######## block 1 ########
Fig. 1: block 1, routed clock nets over the placement
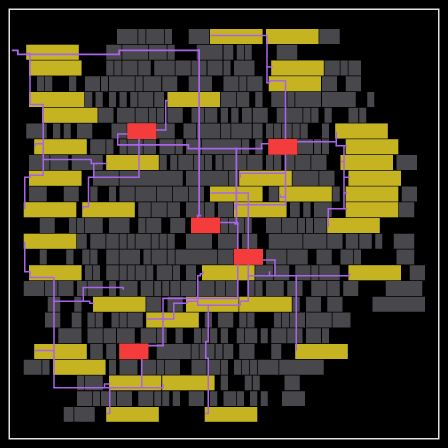

===== config.mk =====
export PLATFORM = sky130hd
export DESIGN_NAME = clock_mode_controller
export DESIGN_NICKNAME = d
export VERILOG_FILES = /design/src/rtl/clock_ctrl_pkg.sv /design/src/rtl/rise_edge_detect.sv /design/src/rtl/clock_mode_controller.sv
export SDC_FILE = /design/constraint.sdc
export NUM_CORES = 1
export LEC_CHECK = 0
export ABC_AREA = 1
export CORE_MARGIN = 2
export CORE_UTILIZATION = 46
export DETAILED_ROUTE_END_ITERATION = 12
export PLACE_DENSITY = 0.72
export SYNTH_ARGS = -nofsm -noshare
export SYNTH_HDL_FRONTEND = slang
export SYNTH_SLANG_ARGS = --single-unit

===== constraint.sdc =====
create_clock -name clk -period 1.65 [get_ports clk]
set_clock_uncertainty 0.05 [all_clocks]
set_input_delay 0.165 -clock clk [delete_from_list [all_inputs] [get_ports clk]]
set_output_delay 0.165 -clock clk [all_outputs]
set_load 0.03 [all_outputs]

===== src/rtl/clock_ctrl_pkg.sv =====
// Shared encodings for the digital-clock mode controller.
// Latency: n/a (constants only).
// Backpressure: n/a.
package clock_ctrl_pkg;

  // Width of the externally visible mode/state field.
  localparam int MODE_W = 2;

  // Mode FSM encodings; these values are visible on the mode output.
  localparam logic [MODE_W-1:0] ST_IDLE    = 2'd0;
  localparam logic [MODE_W-1:0] ST_RUN     = 2'd1;
  localparam logic [MODE_W-1:0] ST_SET_MIN = 2'd2;
  localparam logic [MODE_W-1:0] ST_SET_HR  = 2'd3;

endpackage


===== src/rtl/rise_edge_detect.sv =====
// Rising-edge detector for an already-synchronous pushbutton level.
// Latency: edge is combinational in the cycle the input first reads 1.
// Backpressure: none; a held button yields a single edge.
module rise_edge_detect (
  input  logic clk,
  input  logic rst_n,
  input  logic i_in,
  output logic o_edge
);

  logic r_q;

  // Remember last cycle's button level so a held press is seen only once.
  always_ff @(posedge clk or negedge rst_n) begin
    if (!rst_n) begin
      r_q <= 1'b0;
    end else begin
      r_q <= i_in;
    end
  end

  assign o_edge = i_in & ~r_q;

endmodule


===== src/rtl/clock_mode_controller.sv =====
// Mode FSM and 1 Hz prescaler issuing command pulses to the time counters.
// Latency: every output is registered; a button edge acts one cycle later.
// Backpressure: none; pulses are single-cycle and must be taken when issued.
module clock_mode_controller
  import clock_ctrl_pkg::*;
#(
  parameter int CLK_DIV       = 50000000,
  parameter int TIMEOUT_TICKS = 10,
  parameter int DIV_W         = $clog2(CLK_DIV),
  parameter int TO_W          = $clog2(TIMEOUT_TICKS + 1)
) (
  input  logic              clk,
  input  logic              rst_n,
  input  logic              start,
  input  logic              mode_btn,
  input  logic              inc_btn,
  input  logic              clr_btn,
  output logic              tick_1hz,
  output logic              min_inc,
  output logic              hr_inc,
  output logic              sec_clr,
  output logic [MODE_W-1:0] mode,
  output logic              running
);

  // Last prescaler value of a second, and the idle-second count that ends a SET state.
  localparam logic [DIV_W-1:0] PRESC_MAX = DIV_W'(CLK_DIV - 1);
  localparam logic [TO_W-1:0]  TO_LIMIT  = TO_W'(TIMEOUT_TICKS);

  // Button edges.
  logic w_mode_edge;
  logic w_inc_edge;
  logic w_clr_edge;

  // State.
  logic [MODE_W-1:0] r_state;
  logic [DIV_W-1:0]  r_presc;
  logic [TO_W-1:0]   r_to;

  // Registered command outputs.
  logic r_tick;
  logic r_min_inc;
  logic r_hr_inc;
  logic r_sec_clr;
  logic r_running;

  // Next-state values.
  logic [MODE_W-1:0] w_state_nxt;
  logic [DIV_W-1:0]  w_presc_nxt;
  logic [TO_W-1:0]   w_to_nxt;
  logic              w_tick_nxt;
  logic              w_min_nxt;
  logic              w_hr_nxt;
  logic              w_clr_nxt;

  // Prescaler helpers.
  logic              w_wrap;
  logic [DIV_W-1:0]  w_presc_adv;
  logic [TO_W-1:0]   w_to_inc;

  rise_edge_detect u_mode_edge (
    .clk    (clk),
    .rst_n  (rst_n),
    .i_in   (mode_btn),
    .o_edge (w_mode_edge)
  );

  rise_edge_detect u_inc_edge (
    .clk    (clk),
    .rst_n  (rst_n),
    .i_in   (inc_btn),
    .o_edge (w_inc_edge)
  );

  rise_edge_detect u_clr_edge (
    .clk    (clk),
    .rst_n  (rst_n),
    .i_in   (clr_btn),
    .o_edge (w_clr_edge)
  );

  assign w_wrap      = (r_presc == PRESC_MAX);
  assign w_presc_adv = w_wrap ? '0 : r_presc + 1'b1;
  assign w_to_inc    = r_to + 1'b1;

  // Decide next mode, counters and command pulses by the fixed priority order.
  always_comb begin
    w_state_nxt = r_state;
    w_presc_nxt = r_presc;
    w_to_nxt    = r_to;
    w_tick_nxt  = 1'b0;
    w_min_nxt   = 1'b0;
    w_hr_nxt    = 1'b0;
    w_clr_nxt   = 1'b0;

    if (!start) begin
      // Dropping start abandons everything, including any pulse due this cycle.
      w_state_nxt = ST_IDLE;
      w_presc_nxt = '0;
      w_to_nxt    = '0;
    end else if (r_state == ST_IDLE) begin
      // Buttons are ignored here; the first second starts from a clean prescaler.
      w_state_nxt = ST_RUN;
      w_presc_nxt = '0;
      w_to_nxt    = '0;
    end else begin
      w_presc_nxt = w_presc_adv;

      // Clear restarts the current second; it combines with a mode step.
      if (w_clr_edge) begin
        w_clr_nxt   = 1'b1;
        w_presc_nxt = '0;
      end

      if (w_mode_edge) begin
        // Mode step beats a simultaneous inc, which is dropped.
        w_to_nxt = '0;
        case (r_state)
          ST_RUN: begin
            w_state_nxt = ST_SET_MIN;
            w_clr_nxt   = 1'b1;
          end
          ST_SET_MIN: w_state_nxt = ST_SET_HR;
          default:    w_state_nxt = ST_RUN;
        endcase
      end else if (w_clr_edge) begin
        // Clear outranks inc and timeout; the prescaler restart means no wrap either.
        w_to_nxt = r_to;
      end else if (r_state == ST_RUN) begin
        // Inc is meaningless while running; only the seconds tick matters.
        w_tick_nxt = w_wrap;
      end else if (w_inc_edge) begin
        w_to_nxt = '0;
        if (r_state == ST_SET_MIN) begin
          w_min_nxt = 1'b1;
        end else begin
          w_hr_nxt = 1'b1;
        end
      end else if (w_wrap) begin
        // A full untouched second in a SET state counts towards the auto-return.
        if (w_to_inc == TO_LIMIT) begin
          w_state_nxt = ST_RUN;
        end else begin
          w_to_nxt = w_to_inc;
        end
      end

      // Any way back into RUN starts a fresh second with no pending timeout.
      if ((w_state_nxt == ST_RUN) && (r_state != ST_RUN)) begin
        w_presc_nxt = '0;
        w_to_nxt    = '0;
      end
    end
  end

  // Commit FSM, counters and the registered command outputs.
  always_ff @(posedge clk or negedge rst_n) begin
    if (!rst_n) begin
      r_state   <= ST_IDLE;
      r_presc   <= '0;
      r_to      <= '0;
      r_tick    <= 1'b0;
      r_min_inc <= 1'b0;
      r_hr_inc  <= 1'b0;
      r_sec_clr <= 1'b0;
      r_running <= 1'b0;
    end else begin
      r_state   <= w_state_nxt;
      r_presc   <= w_presc_nxt;
      r_to      <= w_to_nxt;
      r_tick    <= w_tick_nxt;
      r_min_inc <= w_min_nxt;
      r_hr_inc  <= w_hr_nxt;
      r_sec_clr <= w_clr_nxt;
      r_running <= (w_state_nxt == ST_RUN);
    end
  end

  assign tick_1hz = r_tick;
  assign min_inc  = r_min_inc;
  assign hr_inc   = r_hr_inc;
  assign sec_clr  = r_sec_clr;
  assign mode     = r_state;
  assign running  = r_running;

endmodule


######## block 2 ########
File: src/rtl/bin_xs3_pkg.sv
// Shared definitions for the serial binary-to-decimal (BCD / excess-3) converter.
//   state_t        : converter FSM states
//   XS3_BIAS       : bias added to a BCD digit to form its excess-3 code
//   DABBLE_THRESH  : digit value at or above which shift-and-add-3 corrects
//   NINE_DIGIT     : single decimal 9, replicated to saturate on overflow
package bin_xs3_pkg;

    typedef enum logic [1:0] {
        IDLE = 2'd0,
        CONV = 2'd1,
        ADJ  = 2'd2,
        HOLD = 2'd3
    } state_t;

    localparam logic [3:0] XS3_BIAS      = 4'd3;
    localparam logic [3:0] DABBLE_THRESH = 4'd5;
    localparam logic [3:0] NINE_DIGIT    = 4'd9;

endpackage

File: src/rtl/dabble_digit.sv
// One double-dabble correction cell: adds 3 to a BCD digit that is 5 or more,
// so that the following left shift carries correctly into the next digit.
//   digit_in  : 4-bit BCD digit before correction
//   digit_out : corrected digit (never above 4'b1100)
module dabble_digit
    import bin_xs3_pkg::*;
(
    input  logic [3:0] digit_in,
    output logic [3:0] digit_out
);

    assign digit_out = (digit_in >= DABBLE_THRESH) ? (digit_in + XS3_BIAS) : digit_in;

endmodule

File: src/rtl/bin_to_xs3_serial.sv
// Serial binary-to-decimal converter using shift-and-add-3, one input bit per
// clock, with valid/ready handshakes on both sides. The result is plain BCD or
// excess-3 depending on the mode captured with the input word.
//
// Handshake: a transfer happens on a rising edge where valid and ready are both
// high. in_ready is high only in IDLE; out_valid is high only in HOLD, where
// dec_out and overflow stay stable until out_ready completes the transfer.
//
// Ports:
//   clk, rst_n          : clock, asynchronous active-low reset
//   in_valid/in_ready   : input handshake; bin_in and xs3_mode sampled on transfer
//   bin_in [BIN_W]      : unsigned binary value
//   xs3_mode            : 1 = excess-3 output, 0 = plain BCD
//   out_valid/out_ready : output handshake
//   dec_out [4*DIGITS]  : packed digits, digit 0 in [3:0]
//   overflow            : value did not fit in DIGITS digits (dec_out saturates to 9s)
//   busy                : converting (CONV or ADJ)
//   state_dbg           : current FSM state, for observation only
module bin_to_xs3_serial
    import bin_xs3_pkg::*;
#(
    parameter int BIN_W  = 8,
    parameter int DIGITS = 3
) (
    input  logic                  clk,
    input  logic                  rst_n,
    input  logic                  in_valid,
    output logic                  in_ready,
    input  logic [BIN_W-1:0]      bin_in,
    input  logic                  xs3_mode,
    output logic                  out_valid,
    input  logic                  out_ready,
    output logic [4*DIGITS-1:0]   dec_out,
    output logic                  overflow,
    output logic                  busy,
    output logic [1:0]            state_dbg
);

    localparam int CW = $clog2(BIN_W) + 1;
    localparam int DW = 4 * DIGITS;

    generate
        if (BIN_W < 1 || DIGITS < 1) begin : g_bad_params
            $error("bin_to_xs3_serial: BIN_W and DIGITS must both be at least 1");
        end
    endgenerate

    state_t            state, state_nxt;
    logic [BIN_W-1:0]  sh_q;
    logic [DW-1:0]     acc_q;
    logic [DW-1:0]     acc_corr;
    logic [DW-1:0]     adj_src;
    logic [DW-1:0]     adj_val;
    logic [DW-1:0]     dec_q;
    logic              ovf_q;
    logic              mode_q;
    logic [CW-1:0]     cnt_q;
    logic              last_bit;

    assign last_bit = (cnt_q == CW'(BIN_W - 1));

    // On overflow the accumulated digits are meaningless, so saturate to all 9s.
    assign adj_src = ovf_q ? {DIGITS{NINE_DIGIT}} : acc_q;

    genvar g;
    generate
        for (g = 0; g < DIGITS; g++) begin : g_digit
            dabble_digit u_dabble (
                .digit_in  (acc_q[4*g +: 4]),
                .digit_out (acc_corr[4*g +: 4])
            );
            assign adj_val[4*g +: 4] = mode_q ? (adj_src[4*g +: 4] + XS3_BIAS)
                                              : adj_src[4*g +: 4];
        end
    endgenerate

    // FSM state register
    always_ff @(posedge clk or negedge rst_n) begin
        if (!rst_n) begin
            state <= IDLE;
        end else begin
            state <= state_nxt;
        end
    end

    // FSM next state and handshake outputs
    always_comb begin
        state_nxt = state;
        in_ready  = 1'b0;
        out_valid = 1'b0;
        busy      = 1'b0;
        case (state)
            IDLE: begin
                in_ready = 1'b1;
                if (in_valid) begin
                    state_nxt = CONV;
                end
            end
            CONV: begin
                busy = 1'b1;
                if (last_bit) begin
                    state_nxt = ADJ;
                end
            end
            ADJ: begin
                busy      = 1'b1;
                state_nxt = HOLD;
            end
            HOLD: begin
                out_valid = 1'b1;
                if (out_ready) begin
                    state_nxt = IDLE;
                end
            end
            default: state_nxt = IDLE;
        endcase
    end

    // Datapath: {digits, binary} shift register, sticky overflow, output register
    always_ff @(posedge clk or negedge rst_n) begin
        if (!rst_n) begin
            sh_q   <= '0;
            acc_q  <= '0;
            ovf_q  <= 1'b0;
            mode_q <= 1'b0;
            cnt_q  <= '0;
            dec_q  <= '0;
        end else begin
            case (state)
                IDLE: begin
                    if (in_valid) begin
                        sh_q   <= bin_in;
                        acc_q  <= '0;
                        ovf_q  <= 1'b0;
                        mode_q <= xs3_mode;
                        cnt_q  <= '0;
                    end
                end
                CONV: begin
                    // The top bit of the corrected top digit is about to be
                    // shifted out: that value cannot be represented.
                    if (acc_corr[DW-1]) begin
                        ovf_q <= 1'b1;
                    end
                    acc_q <= {acc_corr[DW-2:0], sh_q[BIN_W-1]};
                    sh_q  <= sh_q << 1;
                    cnt_q <= cnt_q + CW'(1);
                end
                ADJ: begin
                    dec_q <= adj_val;
                end
                default: begin
                end
            endcase
        end
    end

    assign dec_out   = dec_q;
    assign overflow  = ovf_q;
    assign state_dbg = state;

endmodule

File: config.mk
export PLATFORM = sky130hd
export DESIGN_NAME = bin_to_xs3_serial
export DESIGN_NICKNAME = d
export VERILOG_FILES = /design/src/rtl/bin_xs3_pkg.sv /design/src/rtl/dabble_digit.sv /design/src/rtl/bin_to_xs3_serial.sv
export SDC_FILE = /design/constraint.sdc
export NUM_CORES = 1
export LEC_CHECK = 0
export CAP_MARGIN = 0
export CELL_PAD_IN_SITES_DETAIL_PLACEMENT = 2
export CELL_PAD_IN_SITES_GLOBAL_PLACEMENT = 2
export CORE_ASPECT_RATIO = 0.75
export CORE_MARGIN = 5
export CORE_UTILIZATION = 25
export CTS_CLUSTER_SIZE = 12
export DETAILED_ROUTE_END_ITERATION = 10
export PLACE_DENSITY = 0.65
export SKIP_LAST_GASP = 1
export SLEW_MARGIN = 0
export SYNTH_ARGS = -nofsm -noshare
export SYNTH_HDL_FRONTEND = slang
export SYNTH_SLANG_ARGS = --single-unit
export TNS_END_PERCENT = 20
File: constraint.sdc
create_clock -name clk -period 4.4 [get_ports clk]
set_input_delay 0.44 -clock clk [delete_from_list [all_inputs] [get_ports clk]]
set_output_delay 0.44 -clock clk [all_outputs]
set_load 0.1 [all_outputs]
######## block 3 ########
### config.mk
export PLATFORM = sky130hd
export DESIGN_NAME = voice_sched
export DESIGN_NICKNAME = d
export VERILOG_FILES = /design/src/rtl/voice_sched.sv
export SDC_FILE = /design/constraint.sdc
export NUM_CORES = 1
export LEC_CHECK = 0
export ABC_AREA = 1
export ABC_CLOCK_PERIOD_IN_PS = 2100
export CORE_AREA = 2 2 87 89
export CTS_CLUSTER_SIZE = 8
export DETAILED_ROUTE_END_ITERATION = 16
export DIE_AREA = 0 0 89 91
export PLACE_DENSITY = 0.77
export SYNTH_ARGS = -nofsm -noshare
export SYNTH_HDL_FRONTEND = slang
export SYNTH_SLANG_ARGS = --single-unit
export TNS_END_PERCENT = 100
### constraint.sdc
create_clock -name clk -period 2.1 [get_ports clk]
set_clock_uncertainty 0.05 [all_clocks]
set_input_delay 0.63 -clock clk [delete_from_list [all_inputs] [get_ports clk]]
set_output_delay 0.63 -clock clk [all_outputs]
set_load 0.01 [all_outputs]
### src/rtl/voice_sched.sv
// voice_sched: round-robin arbiter sharing the voice-module command path
// between four requesters, with hold/gap pacing and a pre-emptive stop.
module voice_sched #(
    parameter int unsigned HOLD_CYCLES = 16,
    parameter int unsigned GAP_CYCLES  = 50_000_000,
    parameter logic [3:0]  STOP_CODE   = 4'hF
) (
    input  logic        clk,
    input  logic        rst_n,
    input  logic [3:0]  req,
    input  logic [15:0] req_code,
    input  logic        stop,
    output logic [3:0]  select_voice,
    output logic        busy,
    output logic [3:0]  pend,
    output logic [1:0]  grant,
    output logic        drop
);

    localparam int unsigned NREQ    = 4;
    localparam int unsigned CODE_W  = 4;
    localparam int unsigned CNT_MAX = (HOLD_CYCLES > GAP_CYCLES) ? HOLD_CYCLES : GAP_CYCLES;
    localparam int unsigned CNT_W   = (CNT_MAX > 1) ? $clog2(CNT_MAX) : 1;

    localparam logic [CNT_W-1:0] HOLD_LOAD = CNT_W'(HOLD_CYCLES - 1);
    localparam logic [CNT_W-1:0] GAP_LOAD  = CNT_W'(GAP_CYCLES - 1);

    typedef enum logic [1:0] {
        IDLE  = 2'd0,
        ISSUE = 2'd1,
        GAP   = 2'd2
    } state_t;

    state_t                        state_q, state_d;
    logic [CNT_W-1:0]              cnt_q, cnt_d;
    logic [CODE_W-1:0]             sel_q, sel_d;
    logic [NREQ-1:0]               pend_q, pend_d;
    logic [NREQ-1:0][CODE_W-1:0]   code_q, code_d;
    logic [1:0]                    grant_q, grant_d;
    logic [1:0]                    ptr_q, ptr_d;
    logic                          drop_q, drop_d;
    logic                          busy_q;

    logic                          arb_hit;
    logic [1:0]                    arb_idx;

    // Round-robin search: first pending slot at or after ptr, wrapping mod 4
    always_comb begin
        arb_hit = 1'b0;
        arb_idx = ptr_q;
        for (int k = NREQ - 1; k >= 0; k--) begin
            if (pend_q[ptr_q + 2'(k)]) begin
                arb_hit = 1'b1;
                arb_idx = ptr_q + 2'(k);
            end
        end
    end

    // Next-state, slot update and output computation
    always_comb begin
        state_d = state_q;
        cnt_d   = cnt_q;
        sel_d   = sel_q;
        pend_d  = pend_q;
        code_d  = code_q;
        grant_d = grant_q;
        ptr_d   = ptr_q;
        drop_d  = 1'b0;

        if (stop) begin
            // Abort: flush every slot, including requests arriving now
            pend_d  = '0;
            sel_d   = STOP_CODE;
            cnt_d   = HOLD_LOAD;
            state_d = ISSUE;
        end else begin
            unique case (state_q)
                IDLE: begin
                    if (arb_hit) begin
                        sel_d           = code_q[arb_idx];
                        pend_d[arb_idx] = 1'b0;
                        grant_d         = arb_idx;
                        ptr_d           = arb_idx + 2'd1;
                        cnt_d           = HOLD_LOAD;
                        state_d         = ISSUE;
                    end
                end
                ISSUE: begin
                    if (cnt_q == '0) begin
                        sel_d   = '0;
                        cnt_d   = GAP_LOAD;
                        state_d = GAP;
                    end else begin
                        cnt_d = cnt_q - CNT_W'(1);
                    end
                end
                GAP: begin
                    if (cnt_q == '0) begin
                        state_d = IDLE;
                    end else begin
                        cnt_d = cnt_q - CNT_W'(1);
                    end
                end
                default: begin
                    state_d = IDLE;
                end
            endcase

            // New requests win over a same-cycle grant; a code still waiting is overwritten
            for (int i = 0; i < NREQ; i++) begin
                if (req[i] && (req_code[CODE_W*i +: CODE_W] != '0)) begin
                    if (pend_d[i]) begin
                        drop_d = 1'b1;
                    end
                    pend_d[i] = 1'b1;
                    code_d[i] = req_code[CODE_W*i +: CODE_W];
                end
            end
        end
    end

    // FSM state register
    always_ff @(posedge clk or negedge rst_n) begin
        if (!rst_n) begin
            state_q <= IDLE;
        end else begin
            state_q <= state_d;
        end
    end

    // Datapath and output registers
    always_ff @(posedge clk or negedge rst_n) begin
        if (!rst_n) begin
            cnt_q   <= '0;
            sel_q   <= '0;
            pend_q  <= '0;
            code_q  <= '0;
            grant_q <= '0;
            ptr_q   <= '0;
            drop_q  <= 1'b0;
            busy_q  <= 1'b0;
        end else begin
            cnt_q   <= cnt_d;
            sel_q   <= sel_d;
            pend_q  <= pend_d;
            code_q  <= code_d;
            grant_q <= grant_d;
            ptr_q   <= ptr_d;
            drop_q  <= drop_d;
            busy_q  <= (state_d != IDLE);
        end
    end

    assign select_voice = sel_q;
    assign busy         = busy_q;
    assign pend         = pend_q;
    assign grant        = grant_q;
    assign drop         = drop_q;

endmodule

Fig. 2: block 1, gate-type map
Bar = 20 um.
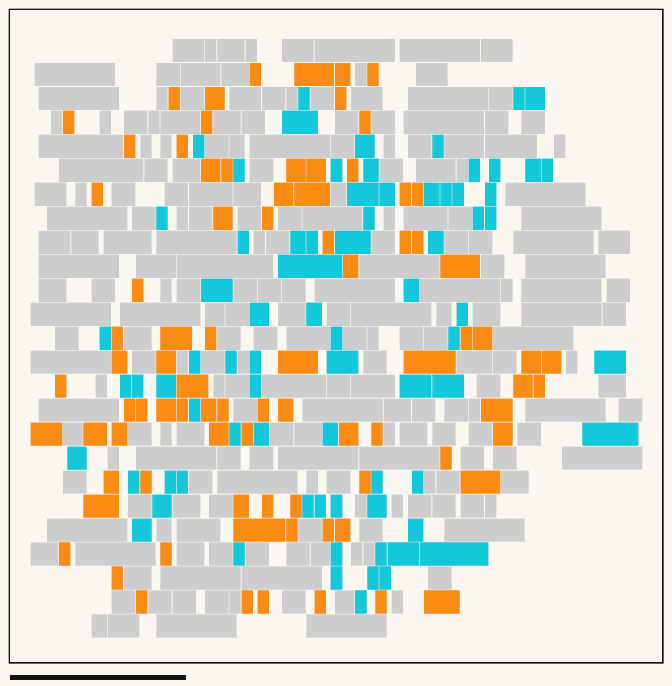
- nor cells: orange (cells 84; most used nor2_1)
- nand cells: cyan (cells 76; most used nand2_1)

## Picture notes: Fig. 1
- clock wires: purple (length 527 um)
- clock-net drivers: red (count 5)
- flip-flops: yellow (count 40)
- routed clock nets: 6
- flops lie: widely spread

==> qor.yml, block 1 <==
placed_design:
  place_area_um2: 3030
  hpwl_um: 4030
timing:
  hold_ws_ns: 0.278
  final_max_slew_viol_count: 0
  rsz0062_at_grt: "yes"
  fmax_mhz: 481
  setup_viol: 34
  fin_ws_ns: -0.427
cells_and_area:
  nNonClkBuffers: 99
  largest-register: "r_presc"
  nets: 390
  fillers: 351
  flops: 40
  num_antenna_cells: 0
  clock_area_share_pct: 3.47
  nonClkBufAreaFrac_pct: 23.4
  design_area_um2: 3350
  fin_util_pct: 71.0
  layout_top_cells: "84 x buf_4, 46 x nor2_1, 45 x nand2_1, 38 x dfrtp_1, 36 x inv_1"
  final-seq-area_um2: 1000
logic_synthesis:
  ff_type: "dfrtp_1"
  ys_sh_xor_pct: 5.45
  netlist_top_cells_area: "dfrtp_1 44%, nor2_1 8.8%, nand2_1 7.7%"
  ys_sh_simple_pct: 35.7
  ys_warn_count: 0
  syn_area_per_cell_um2: 8.25
  aoi_share_pct: 3.50
  top_cells_by_count: "53 x nor2_1, 46 x nand2_1, 40 x dfrtp_1"
  largest_area_cell: "dfrtp_1"
  ys_cells: 273
  ys_top_logic_family: "simple AND/OR/NAND/NOR gates"
drt:
  wl_met2_um: 3050
  antenna_left: 0
  drtPass1Iterations: 5
  top_layer: "met4"
  wire_per_inst_um: 13.6
  drt_iter0_markers: 155
  drcViolationCount: 0
  via_per_inst: 4.91
  dr_wl_met3_um: 246
global_routing:
  first_global_vias: 2091
  antenna_found_initial: 0
  use_met1_pct: 29.6
  grt.total_usage_pct: 22.6
  grtUsageMet2_pct: 37.5
  grt_util_met3_pct: 4.88
min_path:
  hp-start: "inc_btn"
  worstHoldPathType: "in -> reg"
setup_path:
  critical_path.max_fanout: 5
  endpoint: "r_presc[20]$_DFF_PN0_"
  worstSetupStartpoint: "r_presc[1]$_DFF_PN0_"
clock_network:
  cts_tree: "built"
  clkTransAtPathRegs_ns: 0.09
  cts.sinks: 40
  clockRootBuffer: "clkbuf_8"
  holdBufCountCts: 1
  cts_buffers: 5
floorplanning:
  dieArea_um2: 5470
  die_w_um: 74.0
status:
  violations: "negative setup slack"
  status: "complete, but fails checks"
[block 1: stage by stage]
stage               cells  setup TNS, ns
CTS                   440          -9.09
global placement      425          -7.65
floorplan             273          -4.79
global route          445         -14.83
finish                445         -11.86
detailed placement    425         -10.55
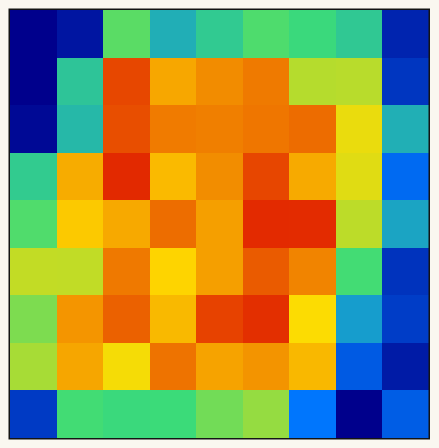
Fig. 3. Placement density heat map (block 3).
9 x 9 tiles, from dark blue (low) to red (high), 0 to 100% covered.
- mean over tiles: 60%
- densest ninth of the die: centre
- nearly empty tiles: 4.9%
- tiles over 75% full: 44%
Core Footprint: 7140 um^2
Final Util: 70.0%
Init Core Util: 51.2%

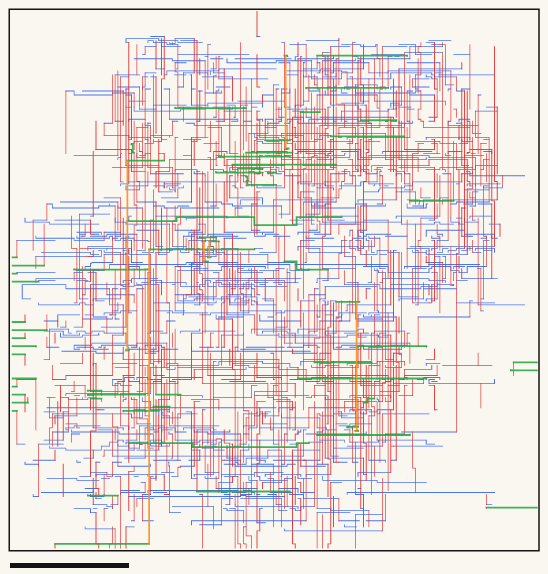
Fig. 4. Routed metal, one colour a layer (block 3).
Bar = 20 um.
- M4: orange (wire length 125 um)
- M2: red (wire length 4,900 um)
- M3: green (wire length 439 um)
- M1: blue (wire length 4,310 um)

==> qor.yml, block 3 <==
logic_synthesis:
  ys_sh_simple_pct: 29.7
  synth_flops: 58
  synth_cell_types: 40
  largest_area_cell: "dfrtp_1"
  synth_cells: 496
  mux_area_share_pct: 0
  ys_sh_xor_pct: 2.87
  netlist_top_cells_area: "dfrtp_1 40%, nand2_1 14%, inv_1 8.2%"
  ys_top_logic_family: "simple AND/OR/NAND/NOR gates"
  ys_warn_count: 0
  ys_cells: 496
cells_and_area:
  nNonClkBuffers: 87
  logic_area_um2: 2110
  num_antenna_cells: 0
  flops: 58
  final_cell_count_no_fill: 694
  comb_area_share_pct: 42.2
  clock_area_share_pct: 3.28
  design_area_um2: 4990
  final_common_cell: "nand2_1"
  layout-drive-gt1-share_pct: 27.4
  logic_gate_count: 345
  seq_area_share_pct: 29.1
global_routing:
  grt-ovfl-total: 0
timing:
  worst_pin_slew_ns: 0.442
  final_max_slew_viol_count: 0
  setup_viol: 2
  fin_ws_ns: -0.0773
  rsz0062_at_grt: "yes"
clock_network:
  cts_tree: "built"
  clockRootBuffer: "clkbuf_8"
  holdBufCountCts: 0
  clock_latency_ns: 0.34
setup_path:
  start_kind: "flop"
  arrival_ns: 2.36
  path_buffers: 2
floorplanning:
  tap_cells: 99
  die_w_um: 89
placed_design:
  gp_congestion: 0.901
  placed_cells: 666
status:
  violations: "negative setup slack"
  status: "complete, but fails checks"
min_path:
  worstHoldPathType: "in -> async"
==> block 3: routing by layer <==
layer | GRT usage (%) | share of wire [%] | vias up
li1 | - | - | 1781
met1 | 33.1 | 44 | 1719
met2 | 37.4 | 50 | 105
met3 | 5.09 | 4.5 | 14
met4 | 8.08 | 1.3 | 0
met5 | 0 | 0 | -
==> block 3: sequential cells by signal, indices dropped and copies added (netlist names) <==
signal        flops
busy              1
cnt_q            26
code_q           16
drop              1
grant             2
pend              4
ptr_q             2
select_voice      4
state_q           2
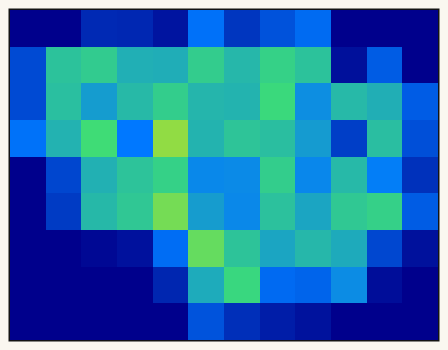
Fig. 5. Placement density heat map (block 2).
12 x 9 tiles, from dark blue (low) to red (high), 0 to 100% covered.
- fullest tile: 61%
- densest ninth of the die: centre
- nearly empty tiles: 22%
- mean over tiles: 24%
- emptiest ninth of the die: lower left
Final Util: 31.1%
Init Core Util: 25.3%
Core Footprint: 8970 um^2

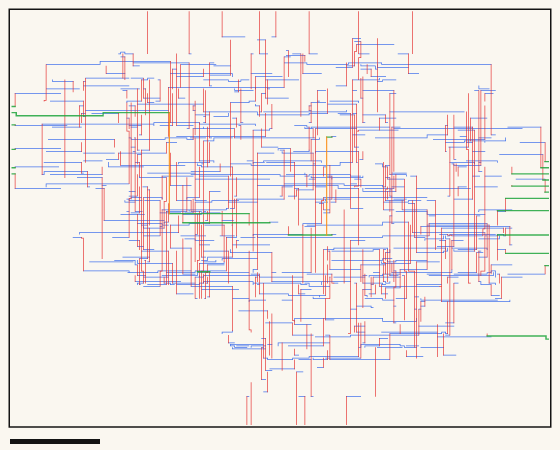
Fig. 6. Routed metal, one colour a layer (block 2).
Bar = 20 um.
- M2: red (wire length 2,550 um)
- M4: orange (wire length 44.2 um)
- M1: blue (wire length 2,880 um)
- M3: green (wire length 167 um)

==> qor.yml, block 2 <==
status:
  status: "completed"
min_path:
  worstHoldPathType: "in -> async"
clock_network:
  clkTransAtPathRegs_ns: 0.06
  h-tree-depth: 2
logic_synthesis:
  top_cells_by_count: "40 x dfrtp_1, 17 x o21ai_0, 16 x nor2_1"
  netlist_top_cells_area: "dfrtp_1 44%, ha_1 8.3%, mux2i_1 4.0%"
  synth_cells: 219
  synth_flops: 40
  synth_nets: 247
cells_and_area:
  nonClkBufAreaFrac_pct: 10.9
  fillers: 992
  inv_count: 12
  logic_area_um2: 1170
  num_antenna_cells: 0
setup_path:
  worstReg2RegStart: "state_dbg[1]$_DFFE_PN0P_"
  worstSetupStartpoint: "state_dbg[1]$_DFFE_PN0P_"
  crit_type: "reg -> out"
global_routing:
  antenna_found_initial: 0
drt:
  drt_iter0_markers: 48
-- block 2: metrics by stage --
step | area, um^2 | cells | worst slack [ns]
final | 2790 | 360 | 1.43
after global routing | 2790 | 360 | 1.34
after CTS | 2790 | 360 | 1.40
after detailed placement | 2660 | 353 | 1.74
after global placement | 2660 | 353 | 1.78
after floorplan | 2270 | 219 | 1.62
-- block 2: per-layer routing --
layer	routed length, um	up-vias	GRT usage [%]
met5	0	-	0
met4	44	0	2.57
met3	167	4	2.50
met2	2550	25	17.0
met1	2880	848	14.3
li1	-	826	-


==> gallery <==
Routing congestion map.
image #1
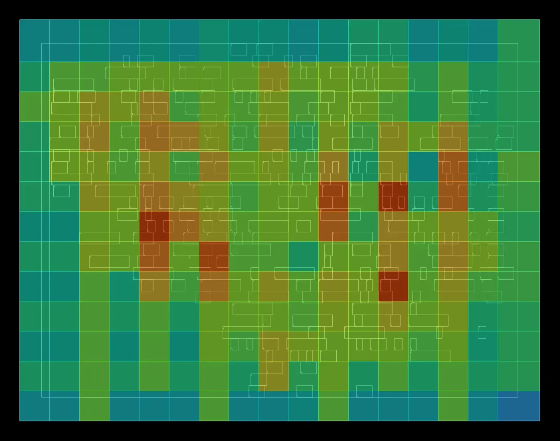
image #2
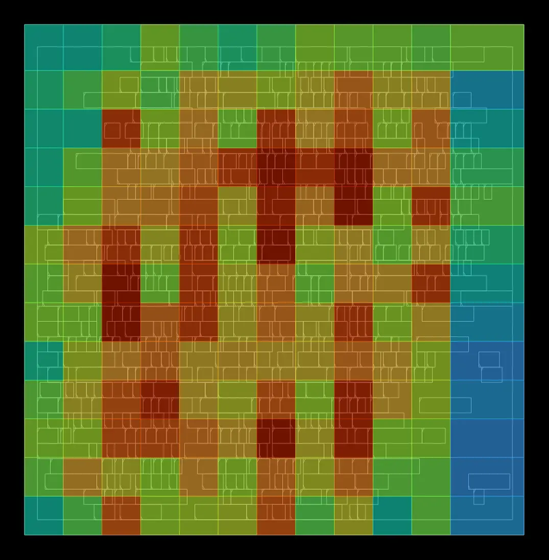
image #3
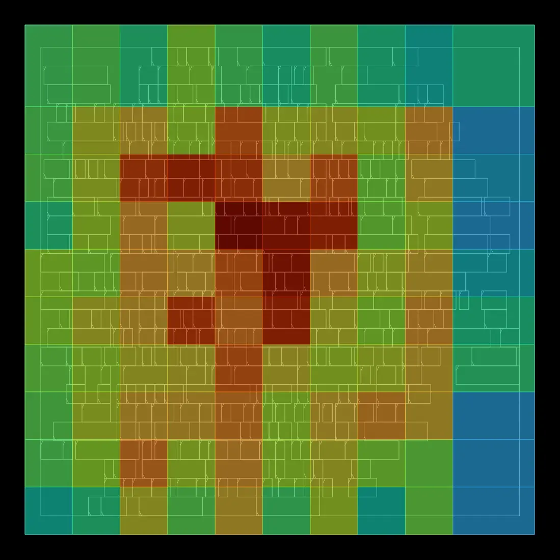
Block 1 is image #3.
Block 2 is image #1.
Block 3 is image #2.

